# dz_countdown

--- src/rtl/dz_countdown.sv ---
// dz_countdown: key-driven START_VAL..0 countdown timer for the dot-matrix display stage.
// Two raw keys (start/restart, pause/resume) are synchronized and edge-detected into
// single-cycle events that drive an IDLE/RUN/PAUSE/DONE controller with a TICK_DIV prescaler.
// Optional feature: define KEY_DEBOUNCE_EN to insert a per-key DB_CYCLES stable-time filter
// between the synchronizer and the edge detector.
module dz_countdown #(
    parameter int unsigned TICK_DIV  = 1000,
    parameter logic [2:0]  START_VAL = 3'd5,
    parameter int unsigned DB_CYCLES = 20
) (
    input  logic       clk,
    input  logic       rst,
    input  logic       start_key,
    input  logic       pause_key,
    output logic [2:0] num,
    output logic       busy,
    output logic       done
);

    localparam int unsigned DIV_W = 16;
    localparam int unsigned KEYS  = 2;
    localparam logic [DIV_W-1:0] DIV_LAST = DIV_W'(TICK_DIV - 1);

    // Elaboration-time parameter range checks
    if (TICK_DIV < 2 || TICK_DIV > 65535) begin : g_tick_div_check
        $error("dz_countdown: TICK_DIV must be 2..65535");
    end
    if (START_VAL < 3'd1 || START_VAL > 3'd5) begin : g_start_val_check
        $error("dz_countdown: START_VAL must be 1..5");
    end
    if (DB_CYCLES < 1 || DB_CYCLES > 65535) begin : g_db_cycles_check
        $error("dz_countdown: DB_CYCLES must be 1..65535");
    end

    typedef enum logic [1:0] {
        IDLE  = 2'd0,
        RUN   = 2'd1,
        PAUSE = 2'd2,
        DONE  = 2'd3
    } state_t;

    // Bit 0 = start key, bit 1 = pause key
    logic [KEYS-1:0] sync1;
    logic [KEYS-1:0] sync2;
    logic [KEYS-1:0] lvl_c;
    logic [KEYS-1:0] prev;
    logic [KEYS-1:0] ev;
    logic [KEYS-1:0] armed;
    logic [1:0]      sync_vld;

    state_t            state;
    logic [DIV_W-1:0]  divider;

    // Two-flop synchronizer, rising-edge detector and post-reset arming.
    // A key only arms once its synchronized level has been seen low after reset, so a
    // key held through reset cannot fire; sync_vld masks the reset zeros still in the pipe.
    always_ff @(posedge clk or posedge rst) begin
        if (rst) begin
            sync1    <= '0;
            sync2    <= '0;
            prev     <= '0;
            ev       <= '0;
            armed    <= '0;
            sync_vld <= '0;
        end else begin
            sync1    <= {pause_key, start_key};
            sync2    <= sync1;
            prev     <= lvl_c;
            ev       <= lvl_c & ~prev & armed;
            sync_vld <= {sync_vld[0], 1'b1};
            if (sync_vld[1]) begin
                armed <= armed | ~sync2;
            end
        end
    end

`ifdef KEY_DEBOUNCE_EN
    localparam int unsigned DB_W = $clog2(DB_CYCLES + 1);
    localparam logic [DB_W-1:0] DB_LAST = DB_W'(DB_CYCLES - 1);

    logic [DB_W-1:0] db_cnt [KEYS];
    logic [KEYS-1:0] filt;

    // Stable-time filter: the filtered level follows the synchronized level only after
    // DB_CYCLES consecutive cycles of disagreement; any agreement restarts the count.
    always_ff @(posedge clk or posedge rst) begin
        if (rst) begin
            filt <= '0;
            for (int i = 0; i < KEYS; i++) begin
                db_cnt[i] <= '0;
            end
        end else begin
            for (int i = 0; i < KEYS; i++) begin
                if (sync2[i] == filt[i]) begin
                    db_cnt[i] <= '0;
                end else if (db_cnt[i] == DB_LAST) begin
                    filt[i]   <= sync2[i];
                    db_cnt[i] <= '0;
                end else begin
                    db_cnt[i] <= db_cnt[i] + DB_W'(1);
                end
            end
        end
    end

    assign lvl_c = filt;
`else
    assign lvl_c = sync2;
`endif

    // Countdown controller; start_ev (ev[0]) overrides everything, including pause_ev (ev[1])
    always_ff @(posedge clk or posedge rst) begin
        if (rst) begin
            state   <= IDLE;
            num     <= START_VAL;
            busy    <= 1'b0;
            done    <= 1'b0;
            divider <= '0;
        end else begin
            done <= 1'b0;
            if (ev[0]) begin
                state   <= RUN;
                num     <= START_VAL;
                divider <= '0;
                busy    <= 1'b1;
            end else begin
                case (state)
                    RUN: begin
                        if (divider == DIV_LAST) begin
                            // Tick: the step is taken even if a pause arrives on this edge
                            divider <= '0;
                            num     <= num - 3'd1;
                            if (num == 3'd1) begin
                                state <= DONE;
                                busy  <= 1'b0;
                                done  <= 1'b1;
                            end else if (ev[1]) begin
                                state <= PAUSE;
                            end
                        end else if (ev[1]) begin
                            state <= PAUSE;
                        end else begin
                            divider <= divider + DIV_W'(1);
                        end
                    end
                    PAUSE: begin
                        if (ev[1]) begin
                            state <= RUN;
                        end
                    end
                    default: begin
                    end
                endcase
            end
        end
    end

endmodule
--- config.mk ---
export PLATFORM = sky130hd
export DESIGN_NAME = dz_countdown
export DESIGN_NICKNAME = d
export VERILOG_FILES = /design/src/rtl/dz_countdown.sv
export SDC_FILE = /design/constraint.sdc
export NUM_CORES = 1
export LEC_CHECK = 0
export CORE_MARGIN = 4
export CORE_UTILIZATION = 25
export CTS_CLUSTER_DIAMETER = 60
export DETAILED_ROUTE_END_ITERATION = 7
export HOLD_SLACK_MARGIN = 0.05
export PLACE_DENSITY = 0.36
export SYNTH_ARGS = -nofsm -noshare
export SYNTH_HDL_FRONTEND = slang
export SYNTH_SLANG_ARGS = --single-unit
export TNS_END_PERCENT = 100
--- constraint.sdc ---
create_clock -name clk -period 2.95 [get_ports clk]
set_input_delay 0.4425 -clock clk [delete_from_list [all_inputs] [get_ports clk]]
set_output_delay 0.4425 -clock clk [all_outputs]
set_load 0.05 [all_outputs]
==> results_dict.tcl <==
# metrics dict for downstream scripts
set metrics [dict create \
    outcome "finished clean" \
    setup_viol_count_final 0 \
    pre_cts_slack_ns 0.675 \
    signal_buffers 9 \
    powerSeq_w 0.000553 \
    stdcell_area_mm2 0.00190 \
    critical_path.max_stage_delay_ns 0.68 \
    grt_remaining_overflow 0 \
    number_of_synthesized_register_bits 35 \
    numPortBuffers 8 \
    placement.cell_area_mm2 0.00181 \
    comb_area_share_pct 37.2 \
    clockRootBuffer "sky130_fd_sc_hd__clkbuf_8" \
    post-cts-setup-buffer-count 0 \
    fin_tns_setup_ns 0 \
    sequential_cell_area_um2 878 \
    nonClockInverterCount 10 \
    cts_made_buffers 5 \
    well_tap_count 77 \
    final_layout_size_suffix_gt1_share_pct 11.4 \
    ys_types 37 \
    synthesis.yosys.warnings 0 \
    slowest_stage "sky130_fd_sc_hd__dfrtp_1" \
    common_cells "sky130_fd_sc_hd__dfrtp_1, sky130_fd_sc_hd__nor2_1, sky130_fd_sc_hd__nand2_1" \
    max_cap_viol_count 0 \
    netlist.area_leader.share_pct 50.1 \
]
worst max-delay path: cells and delay by family (launching register included):
family          cells  cell delay, ns
flops               1            0.68
simple gates        3            1.30
compound gates      1            0.20
flip-flops by register name, summed over array words and instances (netlist names):
| name | cells |
|---|---|
| prev | 2 |
| busy | 1 |
| lvl_c | 2 |
| sync1 | 2 |
| done | 1 |
| divider | 16 |
| ev | 2 |
| armed | 2 |
| num | 3 |
| state | 2 |
| sync_vld | 2 |
metal layers:
| metal | global-route usage (%) | part of all wire (%) |
|---|---|---|
| met1 | 11.8 | 49 |
| met2 | 15.2 | 47 |
| met3 | 3.04 | 2.7 |
| met4 | 4.06 | 1.7 |
| met5 | 0 | 0 |
cell families (layout without fill, tap and decap cells):
family / Yosys count / in the layout / share of synthesized area, %
buf+inv: 15 / 27 / 3.95
flops: 35 / 35 / 53.3
simple gates: 73 / 73 / 25.3
compound gates: 29 / 29 / 10.9
other cells: 1 / 1 / 0.227
mux: 4 / 4 / 2.50
fa+ha+maj: 3 / 3 / 2.28
xor+xnor: 3 / 3 / 1.59
**dz_countdown: I/O nets highlighted**

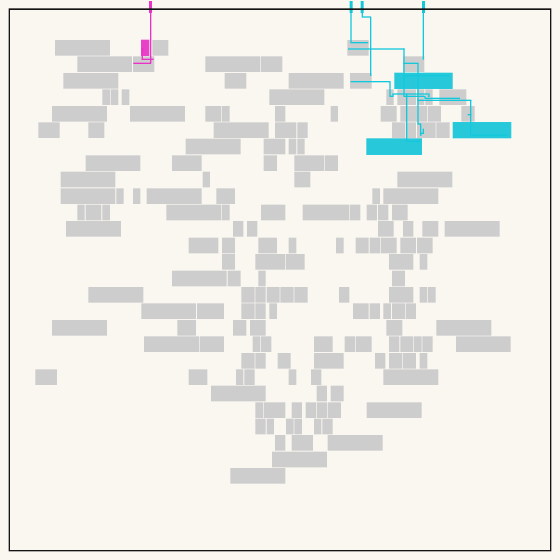
legend:
  `num`:
    color: cyan
    direction: output
    edge: top
    end_cells: 3
    buffers: 3
    wire: 124 um
  `rst`:
    color: magenta
    direction: input
    edge: top
    end_cells: 1
    buffers: 1
    wire: 14.8 um

**dz_countdown: placed standard cells**

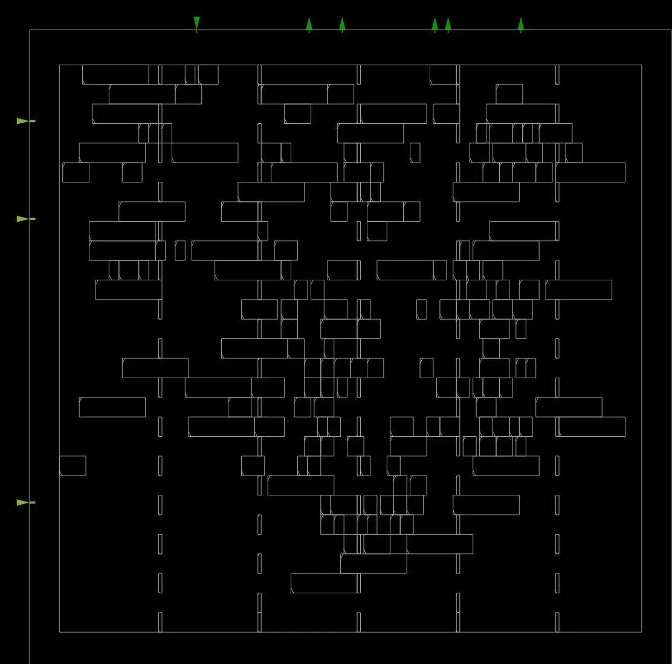
core area: 0.00639 mm^2
count of fill cells added during filler insertion: 687
flop share of the area: 46.2%
utilization after layout: 29.7%

**dz_countdown: the metal 3 layer**

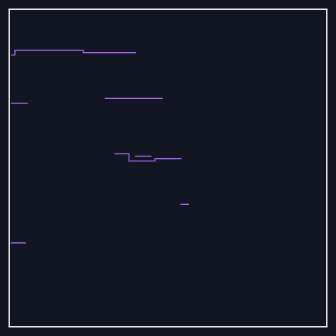
wire length on this layer: 89.2 um
longest straight run: 19.3 um
main direction: horizontal
nets with wire on the layer: 4
share of all routed wire: 2.7%
detailed-route via count: 1170
wire length after detailed routing: 3310 um
met3 usage: 3.04%


# adc_sample_ctrl

**adc_sample_ctrl: the metal 3 layer**

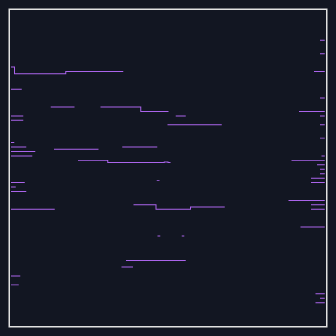
**adc_sample_ctrl: wire density map**

19 x 19 tiles, from black (low) to pale yellow (high), scaled to the fullest tile. Values are wire area over tile area, all layers added.
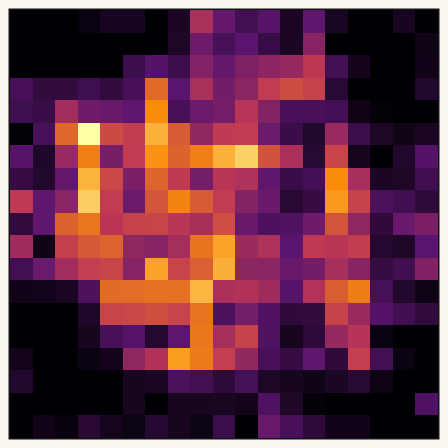
**adc_sample_ctrl: placed standard cells**

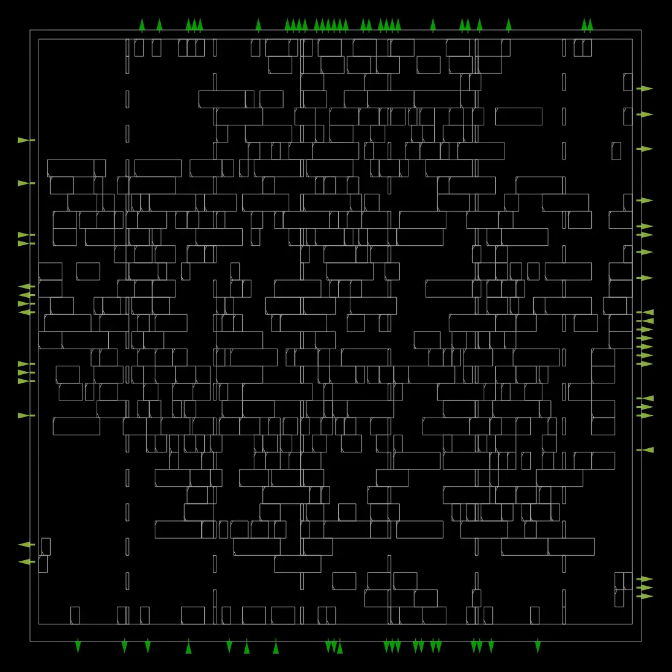
`config.mk`:
```
export PLATFORM = sky130hd
export DESIGN_NAME = adc_sample_ctrl
export DESIGN_NICKNAME = d
export VERILOG_FILES = /design/src/rtl/adc_sample_ctrl.sv
export SDC_FILE = /design/constraint.sdc
export NUM_CORES = 1
export LEC_CHECK = 0
export CORE_UTILIZATION = 35
export CTS_CLUSTER_DIAMETER = 30
export DETAILED_ROUTE_END_ITERATION = 7
export SLEW_MARGIN = 30
export SYNTH_ARGS = -nofsm -noshare
export SYNTH_HDL_FRONTEND = slang
export SYNTH_SLANG_ARGS = --single-unit
```
`constraint.sdc`:
```
create_clock -name clk -period 4.2 [get_ports clk]
set_input_delay 0.42 -clock clk [delete_from_list [all_inputs] [get_ports clk]]
set_output_delay 0.42 -clock clk [all_outputs]
set_load 0.05 [all_outputs]
```
`src/rtl/adc_sample_ctrl.sv`:
```
// adc_sample_ctrl: starts and stops the ADC sequencer over its CSR, averages
// blocks of 2^AVG_LOG2 samples and streams the averages into a RAM.
module adc_sample_ctrl #(
  parameter int AVG_LOG2 = 3,
  parameter int ADDR_W   = 8,
  parameter int TIMEOUT  = 1024
) (
  input  logic              clk,
  input  logic              rst,
  input  logic              enable,
  input  logic              pll_lock,
  output logic              csr_address,
  output logic              csr_write,
  output logic [31:0]       csr_writedata,
  input  logic              response_valid,
  input  logic [11:0]       response_data,
  output logic [ADDR_W-1:0] ram_addr,
  output logic [11:0]       ram_data,
  output logic              ram_wren,
  output logic [11:0]       latest,
  output logic              busy,
  output logic              error
);

  localparam int ACC_W = 12 + AVG_LOG2;
  localparam int CNT_W = AVG_LOG2 + 1;
  localparam int TO_W  = $clog2(TIMEOUT + 1);
  localparam logic [CNT_W-1:0] LAST_CNT = CNT_W'((1 << AVG_LOG2) - 1);
  localparam logic [TO_W-1:0]  TO_LAST  = TO_W'(TIMEOUT - 1);

  typedef enum logic [2:0] {
    S_IDLE, S_LOCKWAIT, S_START, S_ACQ, S_STOP
  } state_t;

  state_t             state_q, state_d;
  logic               timeout_hit;
  logic               csr_write_q, csr_run_q, busy_q, error_q;
  logic [TO_W-1:0]    timeout_q;
  logic [ACC_W-1:0]   acc_q, acc_d;
  logic [CNT_W-1:0]   cnt_q, cnt_d;
  logic [ACC_W-1:0]   sum_w, avg_w;
  logic               accept, blk_done, stop_entry, idle_entry;
  logic [ADDR_W-1:0]  ram_addr_q;
  logic [11:0]        ram_data_q, latest_q;
  logic               ram_wren_q;

  // Next-state logic; losing lock while still waiting for it just keeps waiting.
  always_comb begin
    state_d     = state_q;
    timeout_hit = 1'b0;
    case (state_q)
      S_IDLE:     if (enable) state_d = S_LOCKWAIT;
      S_LOCKWAIT: begin
        if (!enable)       state_d = S_STOP;
        else if (pll_lock) state_d = S_START;
      end
      S_START:    state_d = S_ACQ;
      S_ACQ: begin
        if (!enable || !pll_lock) begin
          state_d = S_STOP;
        end else if (!response_valid && timeout_q == TO_LAST) begin
          state_d     = S_START;
          timeout_hit = 1'b1;
        end
      end
      S_STOP:     state_d = S_IDLE;
      default:    state_d = S_IDLE;
    endcase
  end

  assign stop_entry = (state_d == S_STOP) && (state_q != S_STOP);
  assign idle_entry = (state_d == S_IDLE) && (state_q != S_IDLE);
  assign accept     = (state_q == S_ACQ) && response_valid;
  assign sum_w      = acc_q + ACC_W'(response_data);
  assign avg_w      = sum_w >> AVG_LOG2;
  assign blk_done   = accept && (cnt_q == LAST_CNT) && !stop_entry;

  // Accumulator next value: a stop discards the partial block outright.
  always_comb begin
    acc_d = acc_q;
    cnt_d = cnt_q;
    if (stop_entry) begin
      acc_d = '0;
      cnt_d = '0;
    end else if (accept) begin
      if (cnt_q == LAST_CNT) begin
        acc_d = '0;
        cnt_d = '0;
      end else begin
        acc_d = sum_w;
        cnt_d = cnt_q + 1'b1;
      end
    end
  end

  // State register and registered CSR/busy outputs (reset never emits a stop word).
  always_ff @(posedge clk) begin
    if (rst) begin
      state_q     <= S_IDLE;
      csr_write_q <= 1'b0;
      csr_run_q   <= 1'b0;
      busy_q      <= 1'b0;
    end else begin
      state_q     <= state_d;
      csr_write_q <= (state_d == S_START) || (state_d == S_STOP);
      csr_run_q   <= (state_d == S_START);
      busy_q      <= (state_d != S_IDLE);
    end
  end

  // Sticky timeout flag, cleared only when the block returns to IDLE.
  always_ff @(posedge clk) begin
    if (rst)              error_q <= 1'b0;
    else if (idle_entry)  error_q <= 1'b0;
    else if (timeout_hit) error_q <= 1'b1;
  end

  // Response watchdog: runs only in ACQ, restarted by every sample.
  always_ff @(posedge clk) begin
    if (rst)                              timeout_q <= '0;
    else if (state_q != S_ACQ || accept)  timeout_q <= '0;
    else                                  timeout_q <= timeout_q + 1'b1;
  end

  // Sample accumulator and block counter.
  always_ff @(posedge clk) begin
    if (rst) begin
      acc_q <= '0;
      cnt_q <= '0;
    end else begin
      acc_q <= acc_d;
      cnt_q <= cnt_d;
    end
  end

  // RAM write port: data registered with the completing sample, address bumps after the write.
  always_ff @(posedge clk) begin
    if (rst) begin
      ram_wren_q <= 1'b0;
      ram_data_q <= '0;
      latest_q   <= '0;
      ram_addr_q <= '0;
    end else begin
      ram_wren_q <= blk_done;
      if (blk_done) begin
        ram_data_q <= avg_w[11:0];
        latest_q   <= avg_w[11:0];
      end
      if (ram_wren_q) ram_addr_q <= ram_addr_q + 1'b1;
    end
  end

  assign csr_address   = 1'b0;
  assign csr_write     = csr_write_q;
  assign csr_writedata = {31'd0, csr_run_q};
  assign ram_addr      = ram_addr_q;
  assign ram_data      = ram_data_q;
  assign ram_wren      = ram_wren_q;
  assign latest        = latest_q;
  assign busy          = busy_q;
  assign error         = error_q;

endmodule

```
==> results_dict.tcl <==
# metrics dict for downstream scripts
set metrics [dict create \
    finalWorstPathRequiredPeriod_ns 2.76 \
    max_cap_viol_count 0 \
    drt-initial-drc-count 117 \
    ff_type "sky130_fd_sc_hd__dfxtp_1" \
    grt_antenna_before_repair 0 \
    drc 0 \
    setup_viol_count_final 0 \
    largest_register "acc_q" \
    die_height_um 96.7 \
    tightestPinTransition_ns 0.523 \
    post_route_antenna_net_violation_count 0 \
    grt_first_pass_wirelength_um 11100 \
    p_int_w 0.000872 \
    comb.multi_input.count 280 \
    warning_count 26 \
    route.met3.wl_um 316 \
    top_power_group "sequential cells" \
    cts_made_buffers 9 \
    finalClockPeriodUsage_pct 65.8 \
    clkTransAtPathRegs_ns 0.07 \
    synth_async_sr_flop_share_pct 0 \
    syn-mean-instance-area_um2 8.47 \
    min_path_type "flop to flop" \
    floorplan.io_pins 86 \
    yosys-stat-cells 370 \
    nonClockInverterCount 7 \
    clock_tree_from_tritoncts "done" \
    timing.critical_path.max_delay_family "AND-OR/OR-AND gates" \
    timing.critical_path.fanout_max 3 \
    met2_track_usage_gr_pct 23.8 \
    use_met1_pct 18.4 \
    bufAreaShareNonClock_pct 14.6 \
    final_layout_size_suffix_gt1_share_pct 6.25 \
    total_power_w 0.00120 \
    outcome "finished clean" \
]
## Picture notes: 'the metal 3 layer' of adc_sample_ctrl
nets with wire on the layer: 43
main direction: horizontal
longest straight run: 17.9 um
share of all routed wire: 4.8%
met3 usage: 5.06%
detailed-route via count: 2563
wire length after detailed routing: 6560 um

## Picture notes: 'wire density map' of adc_sample_ctrl
densest ninth of the die: center
tiles over half the peak: 21%
emptiest ninth of the die: lower left
fullest tile: 0.42

## Picture notes: 'placed standard cells' of adc_sample_ctrl
number of placement rows: 34
seq_cells: 58
flop share of the area: 31.0%
Tapcells: 108
core area: 0.00868 mm^2

logic make-up (layout without fill, tap and decap cells):
family	after synthesis	count (layout)	share of synthesized area, %
other	1	32	0.120
multiplexers	2	2	0.638
XOR/XNOR	26	26	7.26
buffers and inverters	63	78	13.2
adder cells (fa/ha/maj)	16	16	6.62
flip-flops	58	58	37.0
AND-OR/OR-AND	70	70	14.4
AND/OR/NAND/NOR	134	134	20.8
synth_stat cells, drive strengths merged, types with 3 or more instances:
library cell	count	area, um^2
xnor2	13	114
dfxtp	58	1160
nor3	12	60.1
a22oi	4	30.0
nand2	35	139
nand3	9	45.0
o21ai	16	83.8
nor2	40	150
or3	6	42.5
and3	3	18.8
a21oi	26	130
ha	15	188
o211ai	3	22.5
nand4	5	31.3
and2	4	25.0
nand2b	3	18.8
inv	7	26.3
buf	49	360
clkbuf	7	26.3
nand3b	3	22.5
a211oi	4	30.0
xor2	13	114
or2	3	18.8
o31ai	3	22.5
nor2b	3	18.8

# serial_adder

**src/rtl/serial_adder.sv**
```systemverilog
// Bit-serial adder: one full-adder cell plus a carry flip-flop, LSB first.
// Start/busy/done handshake. The result holds until the final bit of the next operation.
`timescale 1ns/1ps
module serial_adder #(
    parameter int unsigned WIDTH = 8,
    parameter int unsigned CNT_W = $clog2(WIDTH) + 1
) (
    input  logic             clk,
    input  logic             rst_n,
    input  logic             start,
    input  logic [WIDTH-1:0] a_in,
    input  logic [WIDTH-1:0] b_in,
    input  logic             cin_in,
    output logic             busy,
    output logic             done,
    output logic [WIDTH-1:0] sum,
    output logic             cout
);

    typedef enum logic [1:0] {StIdle, StRun, StDone} state_e;

    localparam logic [CNT_W-1:0] LastBit = CNT_W'(WIDTH - 1);

    state_e             state_q, state_d;
    logic [WIDTH-1:0]   a_sh_q, a_sh_d;
    logic [WIDTH-1:0]   b_sh_q, b_sh_d;
    logic [WIDTH-2:0]   s_sh_q, s_sh_d;
    logic               c_q, c_d;
    logic [CNT_W-1:0]   cnt_q, cnt_d;
    logic [WIDTH-1:0]   sum_q, sum_d;
    logic               cout_q, cout_d;

    // Full-adder cell driven from the shift-register LSBs and the carry flop
    logic fa_x, fa_y, fa_cin, fa_sum, fa_carry;
    assign fa_x     = a_sh_q[0];
    assign fa_y     = b_sh_q[0];
    assign fa_cin   = c_q;
    assign fa_sum   = fa_x ^ fa_y ^ fa_cin;
    assign fa_carry = (fa_x & fa_y) | (fa_cin & (fa_x ^ fa_y));

    // New sum bit enters at the MSB; the full word is valid on the last RUN edge
    logic [WIDTH-1:0] s_cat;
    assign s_cat = {fa_sum, s_sh_q};

    always_comb begin
        state_d = state_q;
        a_sh_d  = a_sh_q;
        b_sh_d  = b_sh_q;
        s_sh_d  = s_sh_q;
        c_d     = c_q;
        cnt_d   = cnt_q;
        sum_d   = sum_q;
        cout_d  = cout_q;
        unique case (state_q)
            StIdle: begin
                if (start) begin
                    a_sh_d  = a_in;
                    b_sh_d  = b_in;
                    c_d     = cin_in;
                    cnt_d   = '0;
                    state_d = StRun;
                end
            end
            StRun: begin
                a_sh_d = {1'b0, a_sh_q[WIDTH-1:1]};
                b_sh_d = {1'b0, b_sh_q[WIDTH-1:1]};
                s_sh_d = s_cat[WIDTH-1:1];
                c_d    = fa_carry;
                cnt_d  = cnt_q + CNT_W'(1);
                if (cnt_q == LastBit) begin
                    sum_d   = s_cat;
                    cout_d  = fa_carry;
                    state_d = StDone;
                end
            end
            StDone: begin
                state_d = StIdle;
            end
            default: begin
                state_d = StIdle;
            end
        endcase
    end

    always_ff @(posedge clk or negedge rst_n) begin
        if (!rst_n) begin
            state_q <= StIdle;
            a_sh_q  <= '0;
            b_sh_q  <= '0;
            s_sh_q  <= '0;
            c_q     <= 1'b0;
            cnt_q   <= '0;
            sum_q   <= '0;
            cout_q  <= 1'b0;
        end else begin
            state_q <= state_d;
            a_sh_q  <= a_sh_d;
            b_sh_q  <= b_sh_d;
            s_sh_q  <= s_sh_d;
            c_q     <= c_d;
            cnt_q   <= cnt_d;
            sum_q   <= sum_d;
            cout_q  <= cout_d;
        end
    end

    assign busy = (state_q != StIdle);
    assign done = (state_q == StDone);
    assign sum  = sum_q;
    assign cout = cout_q;

endmodule

```
**config.mk**
```make
export PLATFORM = sky130hd
export DESIGN_NAME = serial_adder
export DESIGN_NICKNAME = d
export VERILOG_FILES = /design/src/rtl/serial_adder.sv
export SDC_FILE = /design/constraint.sdc
export NUM_CORES = 1
export LEC_CHECK = 0
export CORE_ASPECT_RATIO = 1.25
export CORE_MARGIN = 2
export CORE_UTILIZATION = 46
export DETAILED_ROUTE_END_ITERATION = 12
export GPL_TIMING_DRIVEN = 0
export PLACE_DENSITY = 0.73
export SLEW_MARGIN = 20
export SYNTH_ARGS = -nofsm -noshare
export SYNTH_HDL_FRONTEND = slang
export SYNTH_SLANG_ARGS = --single-unit
```
**constraint.sdc**
```tcl
create_clock -name clk -period 1.62 [get_ports clk]
set_clock_uncertainty 0.2 [all_clocks]
set_input_delay 0.324 -clock clk [delete_from_list [all_inputs] [get_ports clk]]
set_output_delay 0.324 -clock clk [all_outputs]
set_load 0.05 [all_outputs]
```
**serial_adder: placed standard cells**

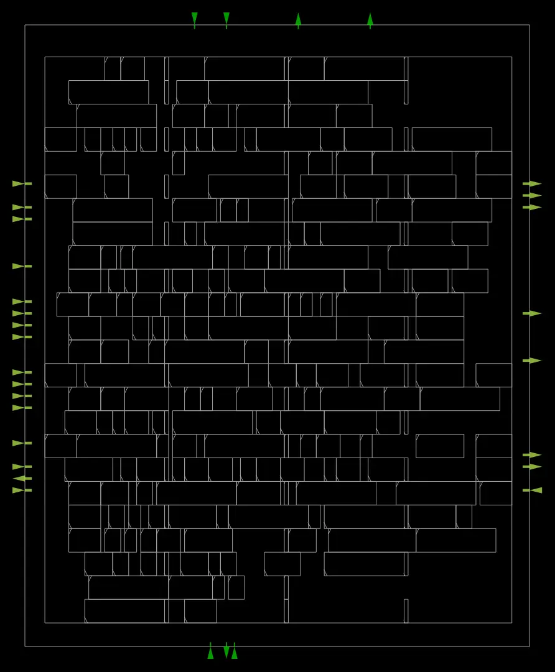
core area: 0.00351 mm^2
seq_cells: 39
utilization after layout: 67.2%
count of fill cells added during filler insertion: 268

**serial_adder: wire density map**

12 x 14 tiles, from black (low) to pale yellow (high), scaled to the fullest tile. Values are wire area over tile area, all layers added.
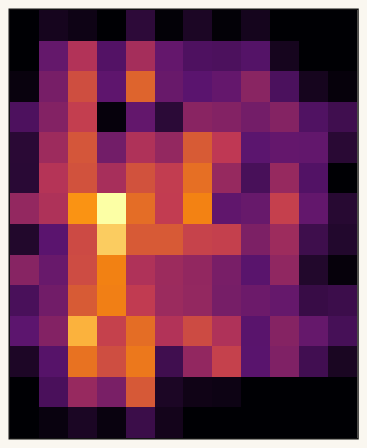
fullest tile: 0.48
mean over tiles: 0.14
tiles over half the peak: 21%
nearly empty tiles: 16%
detailed-route via count: 1319
aggregate global-route resource usage: 19.6%
wire length after detailed routing: 3720 um
WL per Instance: 15.8 um

==> results_dict.tcl <==
# metrics dict for downstream scripts
set metrics [dict create \
    setup_ws_ns -0.131 \
    outcome "complete, but fails checks" \
    power.clock.total_w 0.000628 \
    grt_first_pass_wirelength_um 6180 \
    met2_track_usage_gr_pct 34.8 \
    fin_tns_setup_ns -0.758 \
    numPlacedInstances 215 \
    number_of_enable_flip_flop_cells 0 \
    antenna_cells 0 \
    violations "negative setup slack" \
    min_path_type "input port to flop" \
    finalWorstPathRequiredPeriod_ns 1.75 \
    fp_nets 168 \
    comb_area_um2 713 \
    critical_path_required_ns 1.10 \
    powerSeq_w 0.00166 \
    synth_top_cell_by_count "sky130_fd_sc_hd__dfrtp_1" \
    post_route_antenna_net_violation_count 0 \
    top_power_group "combinational logic" \
    setup_viol_count_final 11 \
    top_area_cell_class "flip-flops and latches" \
    slowest_stage "sky130_fd_sc_hd__dfrtp_1" \
    yosys-stat-cells 146 \
    syn-mean-instance-area_um2 11.6 \
    p_sw_w 0.00177 \
    viasPerCell 5.59 \
    comb.multi_input.count 95 \
    number_of_synthesized_register_bits 39 \
    dieArea_mm2 0.00417 \
]
[registers in the layout, summed over array words and instances (netlist names)]
name,cells
cnt_q,4
b_sh_q,8
state_q,2
s_sh_q,7
cout,1
a_sh_q,8
c_q,1
sum,8
[logic make-up (layout without fill, tap and decap cells)]
kind of cell / count (synthesis) / in the layout / share of synthesized area [%]
AND/OR/NAND/NOR: 37 / 37 / 11.8
multiplexers: 17 / 17 / 11.3
flip-flops: 39 / 39 / 57.9
AND-OR/OR-AND: 39 / 39 / 13.9
buffers and inverters: 12 / 63 / 3.26
adder cells (fa/ha/maj): 2 / 2 / 1.93
[final timing paths]
kind                                    endpoint  slack [ns]                   start
max in group asynchronous       cout$_DFFE_PN0P_        0.42                   rst_n
hold reg to reg            a_sh_q[3]$_DFFE_PN0P_        0.29   a_sh_q[3]$_DFFE_PN0P_
setup reg to reg              sum[3]$_DFFE_PN0P_       -0.06  state_q[1]$_DFFE_PN0P_
min in group asynchronous     sum[0]$_DFFE_PN0P_        0.33                   rst_n
hold / removal             b_sh_q[7]$_DFFE_PN0P_        0.18                   start
setup / recovery                            busy       -0.13  state_q[0]$_DFFE_PN0P_

# uart_rx_param

**uart_rx_param: wire density map**

23 x 23 tiles, from black (low) to pale yellow (high), scaled to the fullest tile. Values are wire area over tile area, all layers added.
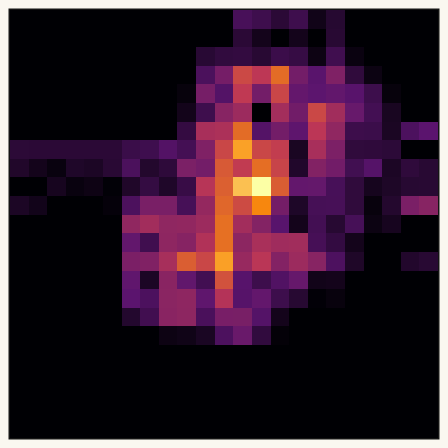
==> src/rtl/uart_rx_param.sv <==
// uart_rx_param: parametrised UART receiver.
//   Each bit is sampled five times around its centre and decided by majority
//   vote. Start bits that vote high are rejected as glitches. The receiver
//   reports parity errors, framing errors and break frames. It returns to IDLE
//   at the decision point of the last stop bit, so a following start edge is
//   never missed.
// Ports:
//   clk        - system clock (only clock)
//   rst        - synchronous active-high reset
//   rxd        - asynchronous serial input, idle high
//   dout       - received word, LSB is the first data bit on the line
//   dout_vld   - one-cycle pulse; dout and the error flags are valid with it
//   parity_err - parity mismatch (qualified by dout_vld)
//   frame_err  - a stop bit was sampled as 0 (qualified by dout_vld)
//   break_det  - all-zero frame with a low stop bit (qualified by dout_vld)
//   busy       - receiver FSM is not idle
module uart_rx_param #(
  parameter int CLK_DIV   = 2604,
  parameter int DATA_BITS = 8,
  parameter int PARITY    = 0,
  parameter int STOP_BITS = 1
) (
  input  logic                 clk,
  input  logic                 rst,
  input  logic                 rxd,
  output logic [DATA_BITS-1:0] dout,
  output logic                 dout_vld,
  output logic                 parity_err,
  output logic                 frame_err,
  output logic                 break_det,
  output logic                 busy
);

  localparam int CW   = $clog2(CLK_DIV);
  localparam int BW   = $clog2(DATA_BITS + 1);
  localparam int STEP = CLK_DIV / 16;
  localparam int MID  = CLK_DIV / 2;
  localparam int DEC  = MID + 2 * STEP + 1;

  localparam logic [CW-1:0] CNT_LAST = CW'(CLK_DIV - 1);
  localparam logic [CW-1:0] CNT_DEC  = CW'(DEC);
  localparam logic [CW-1:0] CNT_BRK  = CW'(MID - 1);
  localparam logic [BW-1:0] BIT_LAST = BW'(DATA_BITS);

  typedef enum logic [2:0] {
    ST_IDLE, ST_START, ST_DATA, ST_PARITY, ST_STOP, ST_BRK_WAIT
  } state_t;

  state_t               state_reg;
  logic                 s0_reg, s1_reg, s2_reg;
  logic [CW-1:0]        cnt_reg;
  logic [BW-1:0]        bit_idx_reg;
  logic                 stop_idx_reg;
  logic                 stop0_bad_reg;
  logic                 par_bit_reg;
  logic [4:0]           samp_reg;
  logic [DATA_BITS-1:0] shreg_reg;
  logic [DATA_BITS-1:0] dout_reg;
  logic                 dout_vld_reg, parity_err_reg, frame_err_reg, break_det_reg;
  logic                 busy_reg;

  logic [4:0] hit;
  logic       bit_val;
  logic       fall;
  logic       exp_par;
  logic       is_brk;

  // Five sample points, STEP apart, centred on the middle of the bit.
  generate
    for (genvar gi = 0; gi < 5; gi++) begin : g_pt
      localparam int PT = MID + (gi - 2) * STEP;
      assign hit[gi] = (cnt_reg == CW'(PT));
    end
  endgenerate

  // By the decision point samp_reg holds exactly the five samples of this bit.
  assign bit_val = ($countones(samp_reg) >= 3);
  assign fall    = s2_reg & ~s1_reg;
  assign exp_par = (PARITY == 2) ? ^shreg_reg : ~^shreg_reg;
  assign is_brk  = (shreg_reg == '0) && ((PARITY == 0) || !par_bit_reg) && !bit_val;

  always_ff @(posedge clk) begin
    if (rst) begin
      state_reg      <= ST_IDLE;
      s0_reg         <= 1'b1;
      s1_reg         <= 1'b1;
      s2_reg         <= 1'b1;
      cnt_reg        <= '0;
      bit_idx_reg    <= '0;
      stop_idx_reg   <= 1'b0;
      stop0_bad_reg  <= 1'b0;
      par_bit_reg    <= 1'b0;
      samp_reg       <= '0;
      shreg_reg      <= '0;
      dout_reg       <= '0;
      dout_vld_reg   <= 1'b0;
      parity_err_reg <= 1'b0;
      frame_err_reg  <= 1'b0;
      break_det_reg  <= 1'b0;
      busy_reg       <= 1'b0;
    end else begin
      s0_reg <= rxd;
      s1_reg <= s0_reg;
      s2_reg <= s1_reg;

      dout_vld_reg   <= 1'b0;
      parity_err_reg <= 1'b0;
      frame_err_reg  <= 1'b0;
      break_det_reg  <= 1'b0;

      if (|hit) samp_reg <= {samp_reg[3:0], s1_reg};

      if (cnt_reg == CNT_LAST) cnt_reg <= '0;
      else                     cnt_reg <= cnt_reg + 1'b1;

      case (state_reg)
        ST_IDLE: begin
          cnt_reg <= '0;
          if (fall) begin
            state_reg <= ST_START;
            busy_reg  <= 1'b1;
          end
        end

        ST_START: begin
          if (cnt_reg == CNT_DEC && bit_val) begin
            state_reg <= ST_IDLE;
            busy_reg  <= 1'b0;
          end else if (cnt_reg == CNT_LAST) begin
            state_reg   <= ST_DATA;
            bit_idx_reg <= '0;
          end
        end

        ST_DATA: begin
          if (cnt_reg == CNT_DEC) begin
            shreg_reg   <= {bit_val, shreg_reg[DATA_BITS-1:1]};
            bit_idx_reg <= bit_idx_reg + 1'b1;
          end else if (cnt_reg == CNT_LAST && bit_idx_reg == BIT_LAST) begin
            state_reg     <= (PARITY != 0) ? ST_PARITY : ST_STOP;
            stop_idx_reg  <= 1'b0;
            stop0_bad_reg <= 1'b0;
          end
        end

        ST_PARITY: begin
          if (cnt_reg == CNT_DEC)       par_bit_reg <= bit_val;
          else if (cnt_reg == CNT_LAST) state_reg   <= ST_STOP;
        end

        ST_STOP: begin
          if (cnt_reg == CNT_DEC) begin
            if (STOP_BITS == 2 && !stop_idx_reg) begin
              stop_idx_reg  <= 1'b1;
              stop0_bad_reg <= ~bit_val;
            end else begin
              // Last stop bit decided: report now, skip the rest of the bit.
              dout_reg       <= is_brk ? '0 : shreg_reg;
              dout_vld_reg   <= 1'b1;
              parity_err_reg <= (PARITY != 0) && (par_bit_reg != exp_par);
              frame_err_reg  <= stop0_bad_reg | ~bit_val;
              break_det_reg  <= is_brk;
              if (is_brk) begin
                state_reg <= ST_BRK_WAIT;
                cnt_reg   <= '0;
              end else begin
                state_reg <= ST_IDLE;
                busy_reg  <= 1'b0;
              end
            end
          end
        end

        ST_BRK_WAIT: begin
          // cnt counts consecutive high cycles; edges are ignored here.
          if (!s1_reg) begin
            cnt_reg <= '0;
          end else if (cnt_reg == CNT_BRK) begin
            cnt_reg   <= '0;
            state_reg <= ST_IDLE;
            busy_reg  <= 1'b0;
          end else begin
            cnt_reg <= cnt_reg + 1'b1;
          end
        end

        default: begin
          state_reg <= ST_IDLE;
          busy_reg  <= 1'b0;
        end
      endcase
    end
  end

  assign dout       = dout_reg;
  assign dout_vld   = dout_vld_reg;
  assign parity_err = parity_err_reg;
  assign frame_err  = frame_err_reg;
  assign break_det  = break_det_reg;
  assign busy       = busy_reg;

endmodule

==> config.mk <==
export PLATFORM = sky130hd
export DESIGN_NAME = uart_rx_param
export DESIGN_NICKNAME = d
export VERILOG_FILES = /design/src/rtl/uart_rx_param.sv
export SDC_FILE = /design/constraint.sdc
export NUM_CORES = 1
export LEC_CHECK = 0
export CORE_MARGIN = 8
export CORE_UTILIZATION = 25
export DETAILED_ROUTE_END_ITERATION = 6
export GPL_ROUTABILITY_DRIVEN = 0
export SLEW_MARGIN = 20
export SYNTH_ARGS = -nofsm -noshare
export SYNTH_HDL_FRONTEND = slang
export SYNTH_SLANG_ARGS = --single-unit
export TNS_END_PERCENT = 5
==> constraint.sdc <==
create_clock -name clk -period 5.7 [get_ports clk]
set_input_delay 0.855 -clock clk [delete_from_list [all_inputs] [get_ports clk]]
set_output_delay 0.855 -clock clk [all_outputs]
set_load 0.05 [all_outputs]
==> results_dict.tcl <==
# metrics dict for downstream scripts
set metrics [dict create \
    power.switching_fraction_pct 28.6 \
    final-hold-violation-count 0 \
    post-cts-setup-buffer-count 0 \
    critPathKind "flop to flop" \
    area_growth_syn_to_layout_pct 13.3 \
    crit_path_end "cnt_reg[9]$_SDFF_PP0_" \
    warning_count 30 \
    worst_hold_startpoint "s0_reg$_SDFF_PP1_" \
    grt_antenna_before_repair 0 \
    cp.arrival_ns 3.03 \
    postSynthSeqShare_pct 39.9 \
    ys_area_mm2 0.00236 \
    common_cells "sky130_fd_sc_hd__dfxtp_1, sky130_fd_sc_hd__nand2_1, sky130_fd_sc_hd__nor2_1" \
    final.setup_skew_ns 0.00943 \
    floorplan.io_pins 16 \
    leakage_nw 0.953 \
    synth_top_cell_by_count "sky130_fd_sc_hd__dfxtp_1" \
    clockRootBuffer "sky130_fd_sc_hd__clkbuf_8" \
    setup_ws_ns 2.83 \
    postCtsHoldBufs 0 \
    routed.top_layer "met4" \
    fp_nets 282 \
    floorplan.initialDensity_pct 25.7 \
    lay_top_cells "sky130_fd_sc_hd__dfxtp_1, sky130_fd_sc_hd__nand2_1, sky130_fd_sc_hd__nor2_1, sky130_fd_sc_hd__nand3_1, sky130_fd_sc_hd__mux2i_1" \
    clock_tree_from_tritoncts "done" \
    drt-met1-wl_um 2310 \
    viasPerCell 4.82 \
    vdd.ir_drop.worst_mv 0.0881 \
    critical_path.reg2reg.endpoint "cnt_reg[9]$_SDFF_PP0_" \
    cts.sinks 47 \
    post_synth_main_logic_family "simple AND/OR/NAND/NOR gates" \
    ys_types 47 \
    cellPowerDensity_mw_per_mm2 263 \
    setup_viol_count_final 0 \
    grt_start_max_net_pins 40 \
    filler_cell_count 1002 \
    critPathLaunch "samp_reg[0]$_SDFFE_PP0P_" \
    syn-cell-area_mm2 0.00236 \
    antenna_cells 0 \
    fin_tns_setup_ns 0 \
    p_int_w 0.000501 \
    final-instance-count-excl-fill 386 \
    final_common_cell "sky130_fd_sc_hd__dfxtp_1" \
    startpoint_type "flop" \
    critical_path_required_ns 5.86 \
    final_layout_size_suffix_gt1_share_pct 6.55 \
    dieArea_mm2 0.0128 \
    power_frac_seq_pct 50.0 \
    outcome "finished clean" \
    yosys-stat-cells 270 \
    tightestPinTransition_ns 0.826 \
    critical_path.max_stage_delay_ns 0.53 \
    rrSetupSlack_ns 2.83 \
    cts_resized 0 \
    area_leaders "sky130_fd_sc_hd__dfxtp_1, sky130_fd_sc_hd__mux2i_1, sky130_fd_sc_hd__nand2_1" \
    synth.cellmix.compoundShare_pct 12.9 \
    timing.fmax_mhz 349 \
    rsz0062_at_grt "no" \
    r2r-start "samp_reg[0]$_SDFFE_PP0P_" \
    maximum_level_of_the_cts_h_tree 2 \
    ff_type "sky130_fd_sc_hd__dfxtp_1" \
    numPlacedInstances 378 \
    clkTransAtPathRegs_ns 0.09 \
    met2WireLength_um 2080 \
    min_to "s1_reg$_SDFF_PP1_" \
]
Notes on 'wire density map' of uart_rx_param above:
densest ninth of the die: center
fullest tile: 0.52
tiles over half the peak: 5.1%
WL per Instance: 12.3 um
aggregate global-route resource usage: 7.74%
wire length after detailed routing: 4740 um

critical path, delay by kind of cell (launching register included):
family,cells,cell delay [ns]
buffers and inverters,2,0.10
AND/OR/NAND/NOR,2,0.41
AND-OR/OR-AND,3,0.80
flip-flops,1,0.34
adder cells (fa/ha/maj),3,1.08
area by class of cell:
cell class	instances	share of cell area [%]
clock buffers	5	2.57
flip-flops and latches	47	35.2
well taps	111	5.20
repair buffers	15	5.52
multi-input cells	192	47.9
clock inverters	3	1.73
inverters	13	1.83
power by group through the flow:
| stage | combinational [W] | clock, W | sequential [W] |
|---|---|---|---|
| 2_1_floorplan | 0.0000766 | 0 | 0.000361 |
| 3_3_place_gp | 0.0000966 | 0 | 0.000359 |
| 5_1_grt | 0.000107 | 0.000275 | 0.000354 |
| 3_5_place_dp | 0.0000972 | 0 | 0.000359 |
| 6_report | 0.0000975 | 0.000253 | 0.000351 |
| 4_1_cts | 0.0000980 | 0.000263 | 0.000352 |
routing by layer:
layer  GRT usage (%)  vias to the layer above
met1            9.34                      863
met5               0                        -
met3            1.97                        5
met4            4.09                        0
met2            12.4                       38
li1                -                      953

# instr_fetch_unit

[config.mk]
export PLATFORM = sky130hd
export DESIGN_NAME = instr_fetch_unit
export DESIGN_NICKNAME = d
export VERILOG_FILES = /design/src/rtl/mips_fetch_pkg.sv /design/src/rtl/fetch_out_reg.sv /design/src/rtl/instr_fetch_unit.sv
export SDC_FILE = /design/constraint.sdc
export NUM_CORES = 1
export LEC_CHECK = 0
export CORE_ASPECT_RATIO = 2
export CORE_MARGIN = 5
export CORE_UTILIZATION = 40
export DETAILED_ROUTE_END_ITERATION = 16
export GPL_TIMING_DRIVEN = 0
export PLACE_DENSITY = 0.83
export SYNTH_ARGS = -nofsm -noshare
export SYNTH_HDL_FRONTEND = slang
export SYNTH_SLANG_ARGS = --single-unit
[constraint.sdc]
create_clock -name clk -period 2.3 [get_ports clk]
set_input_delay 0.345 -clock clk [delete_from_list [all_inputs] [get_ports clk]]
set_output_delay 0.345 -clock clk [all_outputs]
set_load 0.01 [all_outputs]
[src/rtl/mips_fetch_pkg.sv]
// Shared constants and bundle types for the MIPS instruction-fetch unit.
// Imported by fetch_out_reg and instr_fetch_unit.
package mips_fetch_pkg;

  localparam logic [31:0] RESET_VECTOR_DEF = 32'hBFC0_0000;
  localparam logic [31:0] HALT_ADDR_DEF    = 32'h0000_0000;

  typedef struct packed {
    logic [31:0] instr;
    logic [31:0] pc;
  } fetch_out_t;

  // Clear the byte-offset bits of a fetch address.
  function automatic logic [31:0] word_align(
    input logic [31:0] a
  );
    return {a[31:2], 2'b00};
  endfunction

  function automatic logic is_misaligned(
    input logic [31:0] a
  );
    return (a[1:0] != 2'b00);
  endfunction

endpackage

[src/rtl/fetch_out_reg.sv]
// Valid/ready holding register between fetch and decode.
// Loads on i_load, drops valid once the consumer takes the word.
module fetch_out_reg
  import mips_fetch_pkg::*;
(
  input  logic       i_clk,
  input  logic       i_reset,
  input  logic       i_load,
  input  fetch_out_t i_payload,
  input  logic       i_ready,
  output logic       o_valid,
  output fetch_out_t o_payload
);

  logic       r_valid;
  fetch_out_t r_payload;

  // Capture a new word on load; otherwise retire it when accepted.
  always_ff @(posedge i_clk) begin
    if (i_reset) begin
      r_valid   <= 1'b0;
      r_payload <= '0;
    end else if (i_load) begin
      r_valid   <= 1'b1;
      r_payload <= i_payload;
    end else if (i_ready) begin
      r_valid   <= 1'b0;
    end
  end

  assign o_valid   = r_valid;
  assign o_payload = r_payload;

endmodule

[src/rtl/instr_fetch_unit.sv]
// MIPS instruction fetch: PC, delay-slot redirects, halt, output reg.
// Optional FETCH_ALIGN_CHECK_EN adds addr_err for misaligned targets.
module instr_fetch_unit
  import mips_fetch_pkg::*;
#(
  parameter logic [31:0] RESET_VECTOR = RESET_VECTOR_DEF,
  parameter logic [31:0] HALT_ADDR    = HALT_ADDR_DEF
) (
  input  logic        clk,
  input  logic        reset,
  output logic        active,
`ifdef FETCH_ALIGN_CHECK_EN
  output logic        addr_err,
`endif
  output logic [31:0] instr_address,
  input  logic [31:0] instr_readdata,
  output logic        out_valid,
  input  logic        out_ready,
  output logic [31:0] out_instr,
  output logic [31:0] out_pc,
  input  logic        redirect_valid,
  input  logic [31:0] redirect_target
);

  logic [31:0] r_pc;
  logic        r_active;
  logic        r_pend_valid;
  logic [31:0] r_pend_target;

  logic        w_advance;
  logic        w_redir_bad;
  logic [31:0] w_next_pc;
  logic [31:0] w_target;
  logic        w_out_valid;
  fetch_out_t  w_load_data;
  fetch_out_t  w_out_data;

  // Target as it would be loaded; offset bits dropped.
  assign w_target = word_align(redirect_target);

  // Misaligned-target detection, only meaningful with the check built in.
  always_comb begin
    w_redir_bad = 1'b0;
`ifdef FETCH_ALIGN_CHECK_EN
    w_redir_bad = redirect_valid &&
                  is_misaligned(redirect_target);
`endif
  end

  // Advance and next-PC selection: live redirect, then pending, then +4.
  always_comb begin
    w_advance = r_active && (!w_out_valid || out_ready);
    w_next_pc = r_pc + 32'd4;
    if (redirect_valid)
      w_next_pc = w_target;
    else if (r_pend_valid)
      w_next_pc = r_pend_target;
  end

  // PC register; a rejected target leaves the PC where it is.
  always_ff @(posedge clk) begin
    if (reset)
      r_pc <= RESET_VECTOR;
    else if (w_advance && !w_redir_bad)
      r_pc <= w_next_pc;
  end

  // Run flag: drops when fetch reaches the halt address or on a bad target.
  always_ff @(posedge clk) begin
    if (reset)
      r_active <= 1'b1;
    else if (w_redir_bad)
      r_active <= 1'b0;
    else if (w_advance && w_next_pc == HALT_ADDR)
      r_active <= 1'b0;
  end

  // Redirects seen while stalled are parked until the next advance.
  always_ff @(posedge clk) begin
    if (reset) begin
      r_pend_valid  <= 1'b0;
      r_pend_target <= '0;
    end else if (w_advance) begin
      r_pend_valid  <= 1'b0;
    end else if (redirect_valid && !w_redir_bad) begin
      r_pend_valid  <= 1'b1;
      r_pend_target <= w_target;
    end
  end

`ifdef FETCH_ALIGN_CHECK_EN
  logic r_addr_err;

  // Sticky misaligned-target flag, cleared only by reset.
  always_ff @(posedge clk) begin
    if (reset)
      r_addr_err <= 1'b0;
    else if (w_redir_bad)
      r_addr_err <= 1'b1;
  end

  assign addr_err = r_addr_err;
`endif

  assign w_load_data.instr = instr_readdata;
  assign w_load_data.pc    = r_pc;

  fetch_out_reg u_out (
    .i_clk     (clk),
    .i_reset   (reset),
    .i_load    (w_advance),
    .i_payload (w_load_data),
    .i_ready   (out_ready),
    .o_valid   (w_out_valid),
    .o_payload (w_out_data)
  );

  assign active        = r_active;
  assign instr_address = r_pc;
  assign out_valid     = w_out_valid;
  assign out_instr     = w_out_data.instr;
  assign out_pc        = w_out_data.pc;

endmodule

**instr_fetch_unit: I/O nets highlighted**

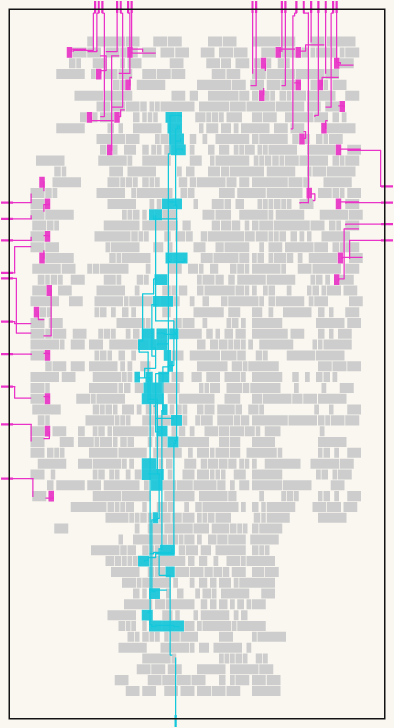
legend:
  `instr_readdata`:
    color: magenta
    direction: input
    edge: 18 top, 10 left, 4 right
    end_cells: 32
    buffers: 32
    wire: 665 um
  `redirect_valid`:
    color: cyan
    direction: input
    edge: bottom
    end_cells: 43
    buffers: 5
    wire: 581 um
count of input and output buffers: 161
number of top-level pins: 166

**instr_fetch_unit: the metal 3 layer**

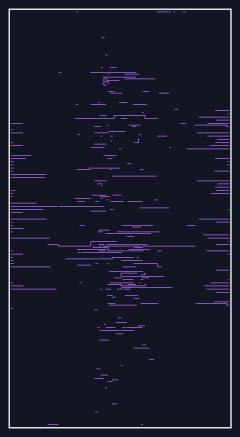
longest straight run: 22.5 um
nets with wire on the layer: 151
wire length on this layer: 1310 um
met3 usage: 4.79%
wire length after detailed routing: 20600 um
detailed-route via count: 6127

## through the flow
stage / power [W] / util, % / hold slack [ns]
2_1_floorplan: 0.00294 / - / 0.431
3_3_place_gp: 0.00343 / 54.1 / 0.441
3_5_place_dp: 0.00344 / 54.1 / 0.446
4_1_cts: 0.00611 / 59.7 / 0.455
5_1_grt: 0.00634 / 60.8 / 0.468
6_report: 0.00612 / 60.8 / 0.453
## power groups by stage
stage / logic (W) / registers, W / clock network [W]
2_1_floorplan: 0.000377 / 0.00256 / 0
3_3_place_gp: 0.000898 / 0.00253 / 0
3_5_place_dp: 0.000907 / 0.00253 / 0
4_1_cts: 0.000932 / 0.00249 / 0.00269
5_1_grt: 0.00103 / 0.00251 / 0.00279
6_report: 0.000965 / 0.00249 / 0.00266
## repair_timing
item                       4_1_cts  5_1_grt
pin swaps                        8       17
gates resized                   39       21
buffers inserted                 8       10
setup endpoints to repair       30       28
## layer usage
layer | vias to the layer above | GRT usage, % | share of wire [%]
li1 | 2956 | - | -
met2 | 301 | 42.0 | 52
met1 | 2761 | 23.8 | 34
met4 | 0 | 20.8 | 8.0
met3 | 109 | 4.79 | 6.4
met5 | - | 0 | 0
==> results_dict.tcl <==
# metrics dict for downstream scripts
set metrics [dict create \
    outcome "complete, but fails checks" \
    violations "negative setup slack" \
    grt_remaining_overflow 0 \
    iteration_count_of_the_initial_detailed_routing_pass 7 \
    critical_path.reg2reg.endpoint "active$_SDFFE_PP1P_" \
    fp-row-count 61 \
    number_of_enable_flip_flop_cells 0 \
    min_to "u_out.o_payload[59]$_SDFFE_PP0P_" \
    cp.arrival_ns 2.89 \
    power_frac_seq_pct 40.8 \
    well_tap_count 189 \
    clk_path_buf_depth 2 \
    detail_route.wl_per_cell_um 18.1 \
    timing.fmax_mhz 383 \
    crit_path_end "active$_SDFFE_PP1P_" \
    signal_buffers 234 \
    maximum_level_of_the_cts_h_tree 4 \
    fp_nets 806 \
    finalWorstPathRequiredPeriod_ns 2.61 \
    syn-mean-instance-area_um2 7.65 \
    final_nets 1001 \
    synth.largest_area_cell "sky130_fd_sc_hd__dfxtp_1" \
    slew_violations 0 \
    fin_tns_setup_ns -0.396 \
    setup_ws_ns -0.310 \
    gr-usage-all-layers_pct 24.2 \
    comb_area_mm2 0.00298 \
    rrSetupSlack_ns -0.31 \
    clock_latency_ns 0.43 \
    die_height_um 178 \
    synthXorXnorAreaFrac_pct 2.33 \
    setup_viol_count_final 3 \
    stdcell_area_mm2 0.00845 \
    number_of_synthesized_register_bits 129 \
    post_route_antenna_net_violation_count 0 \
    synth_async_sr_flop_share_pct 0 \
    sequential_cell_area_mm2 0.00262 \
    power.combinational.fraction_pct 15.8 \
    ys_area_mm2 0.00564 \
    synthesis.yosys.warnings 0 \
    worstPathCellList "ha_4, nand3_4, or4_4, nor4_4, mux2i_1, a221oi_2, nand3_1, nor4_2, a22oi_1" \
    ys_types 55 \
    power.switching_fraction_pct 29.8 \
    p_sw_w 0.00182 \
    flops 129 \
    common_cells "sky130_fd_sc_hd__nand2_1, sky130_fd_sc_hd__dfxtp_1, sky130_fd_sc_hd__a21oi_1" \
    dp_hpwl_um 15400 \
    floorplan.initialDensity_pct 40.6 \
    ff_type "sky130_fd_sc_hd__dfxtp_1" \
]


==> notes/layouts.md <==
Pictures saved along the way, in no particular order.

Sequential cells colored by netlist name.
(a)
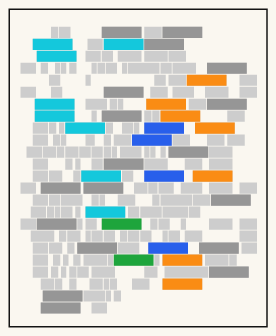
(b)
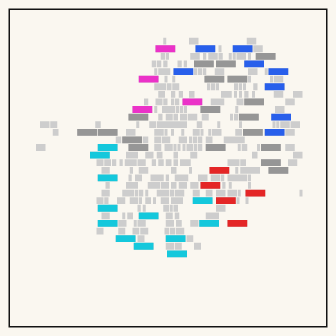
(c)
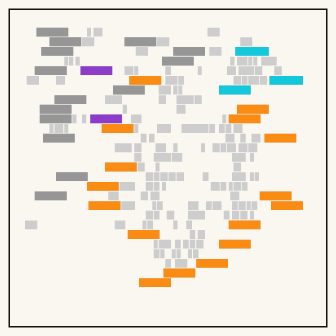
(d)
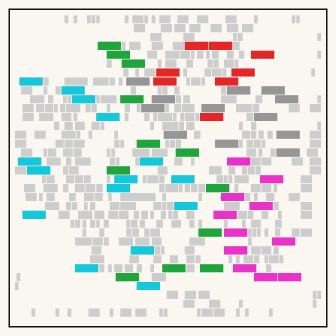
(e)
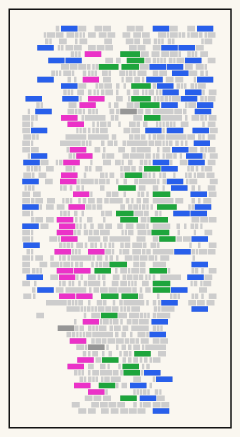
Of these, most cells: (e)
Of these, most sequential cells: (e)
(b) is uart_rx_param.
(d) is adc_sample_ctrl.
(c) is dz_countdown.
(a) is serial_adder.
(e) is instr_fetch_unit.

No activity file was given, so power comes from the tool's default toggle rates.
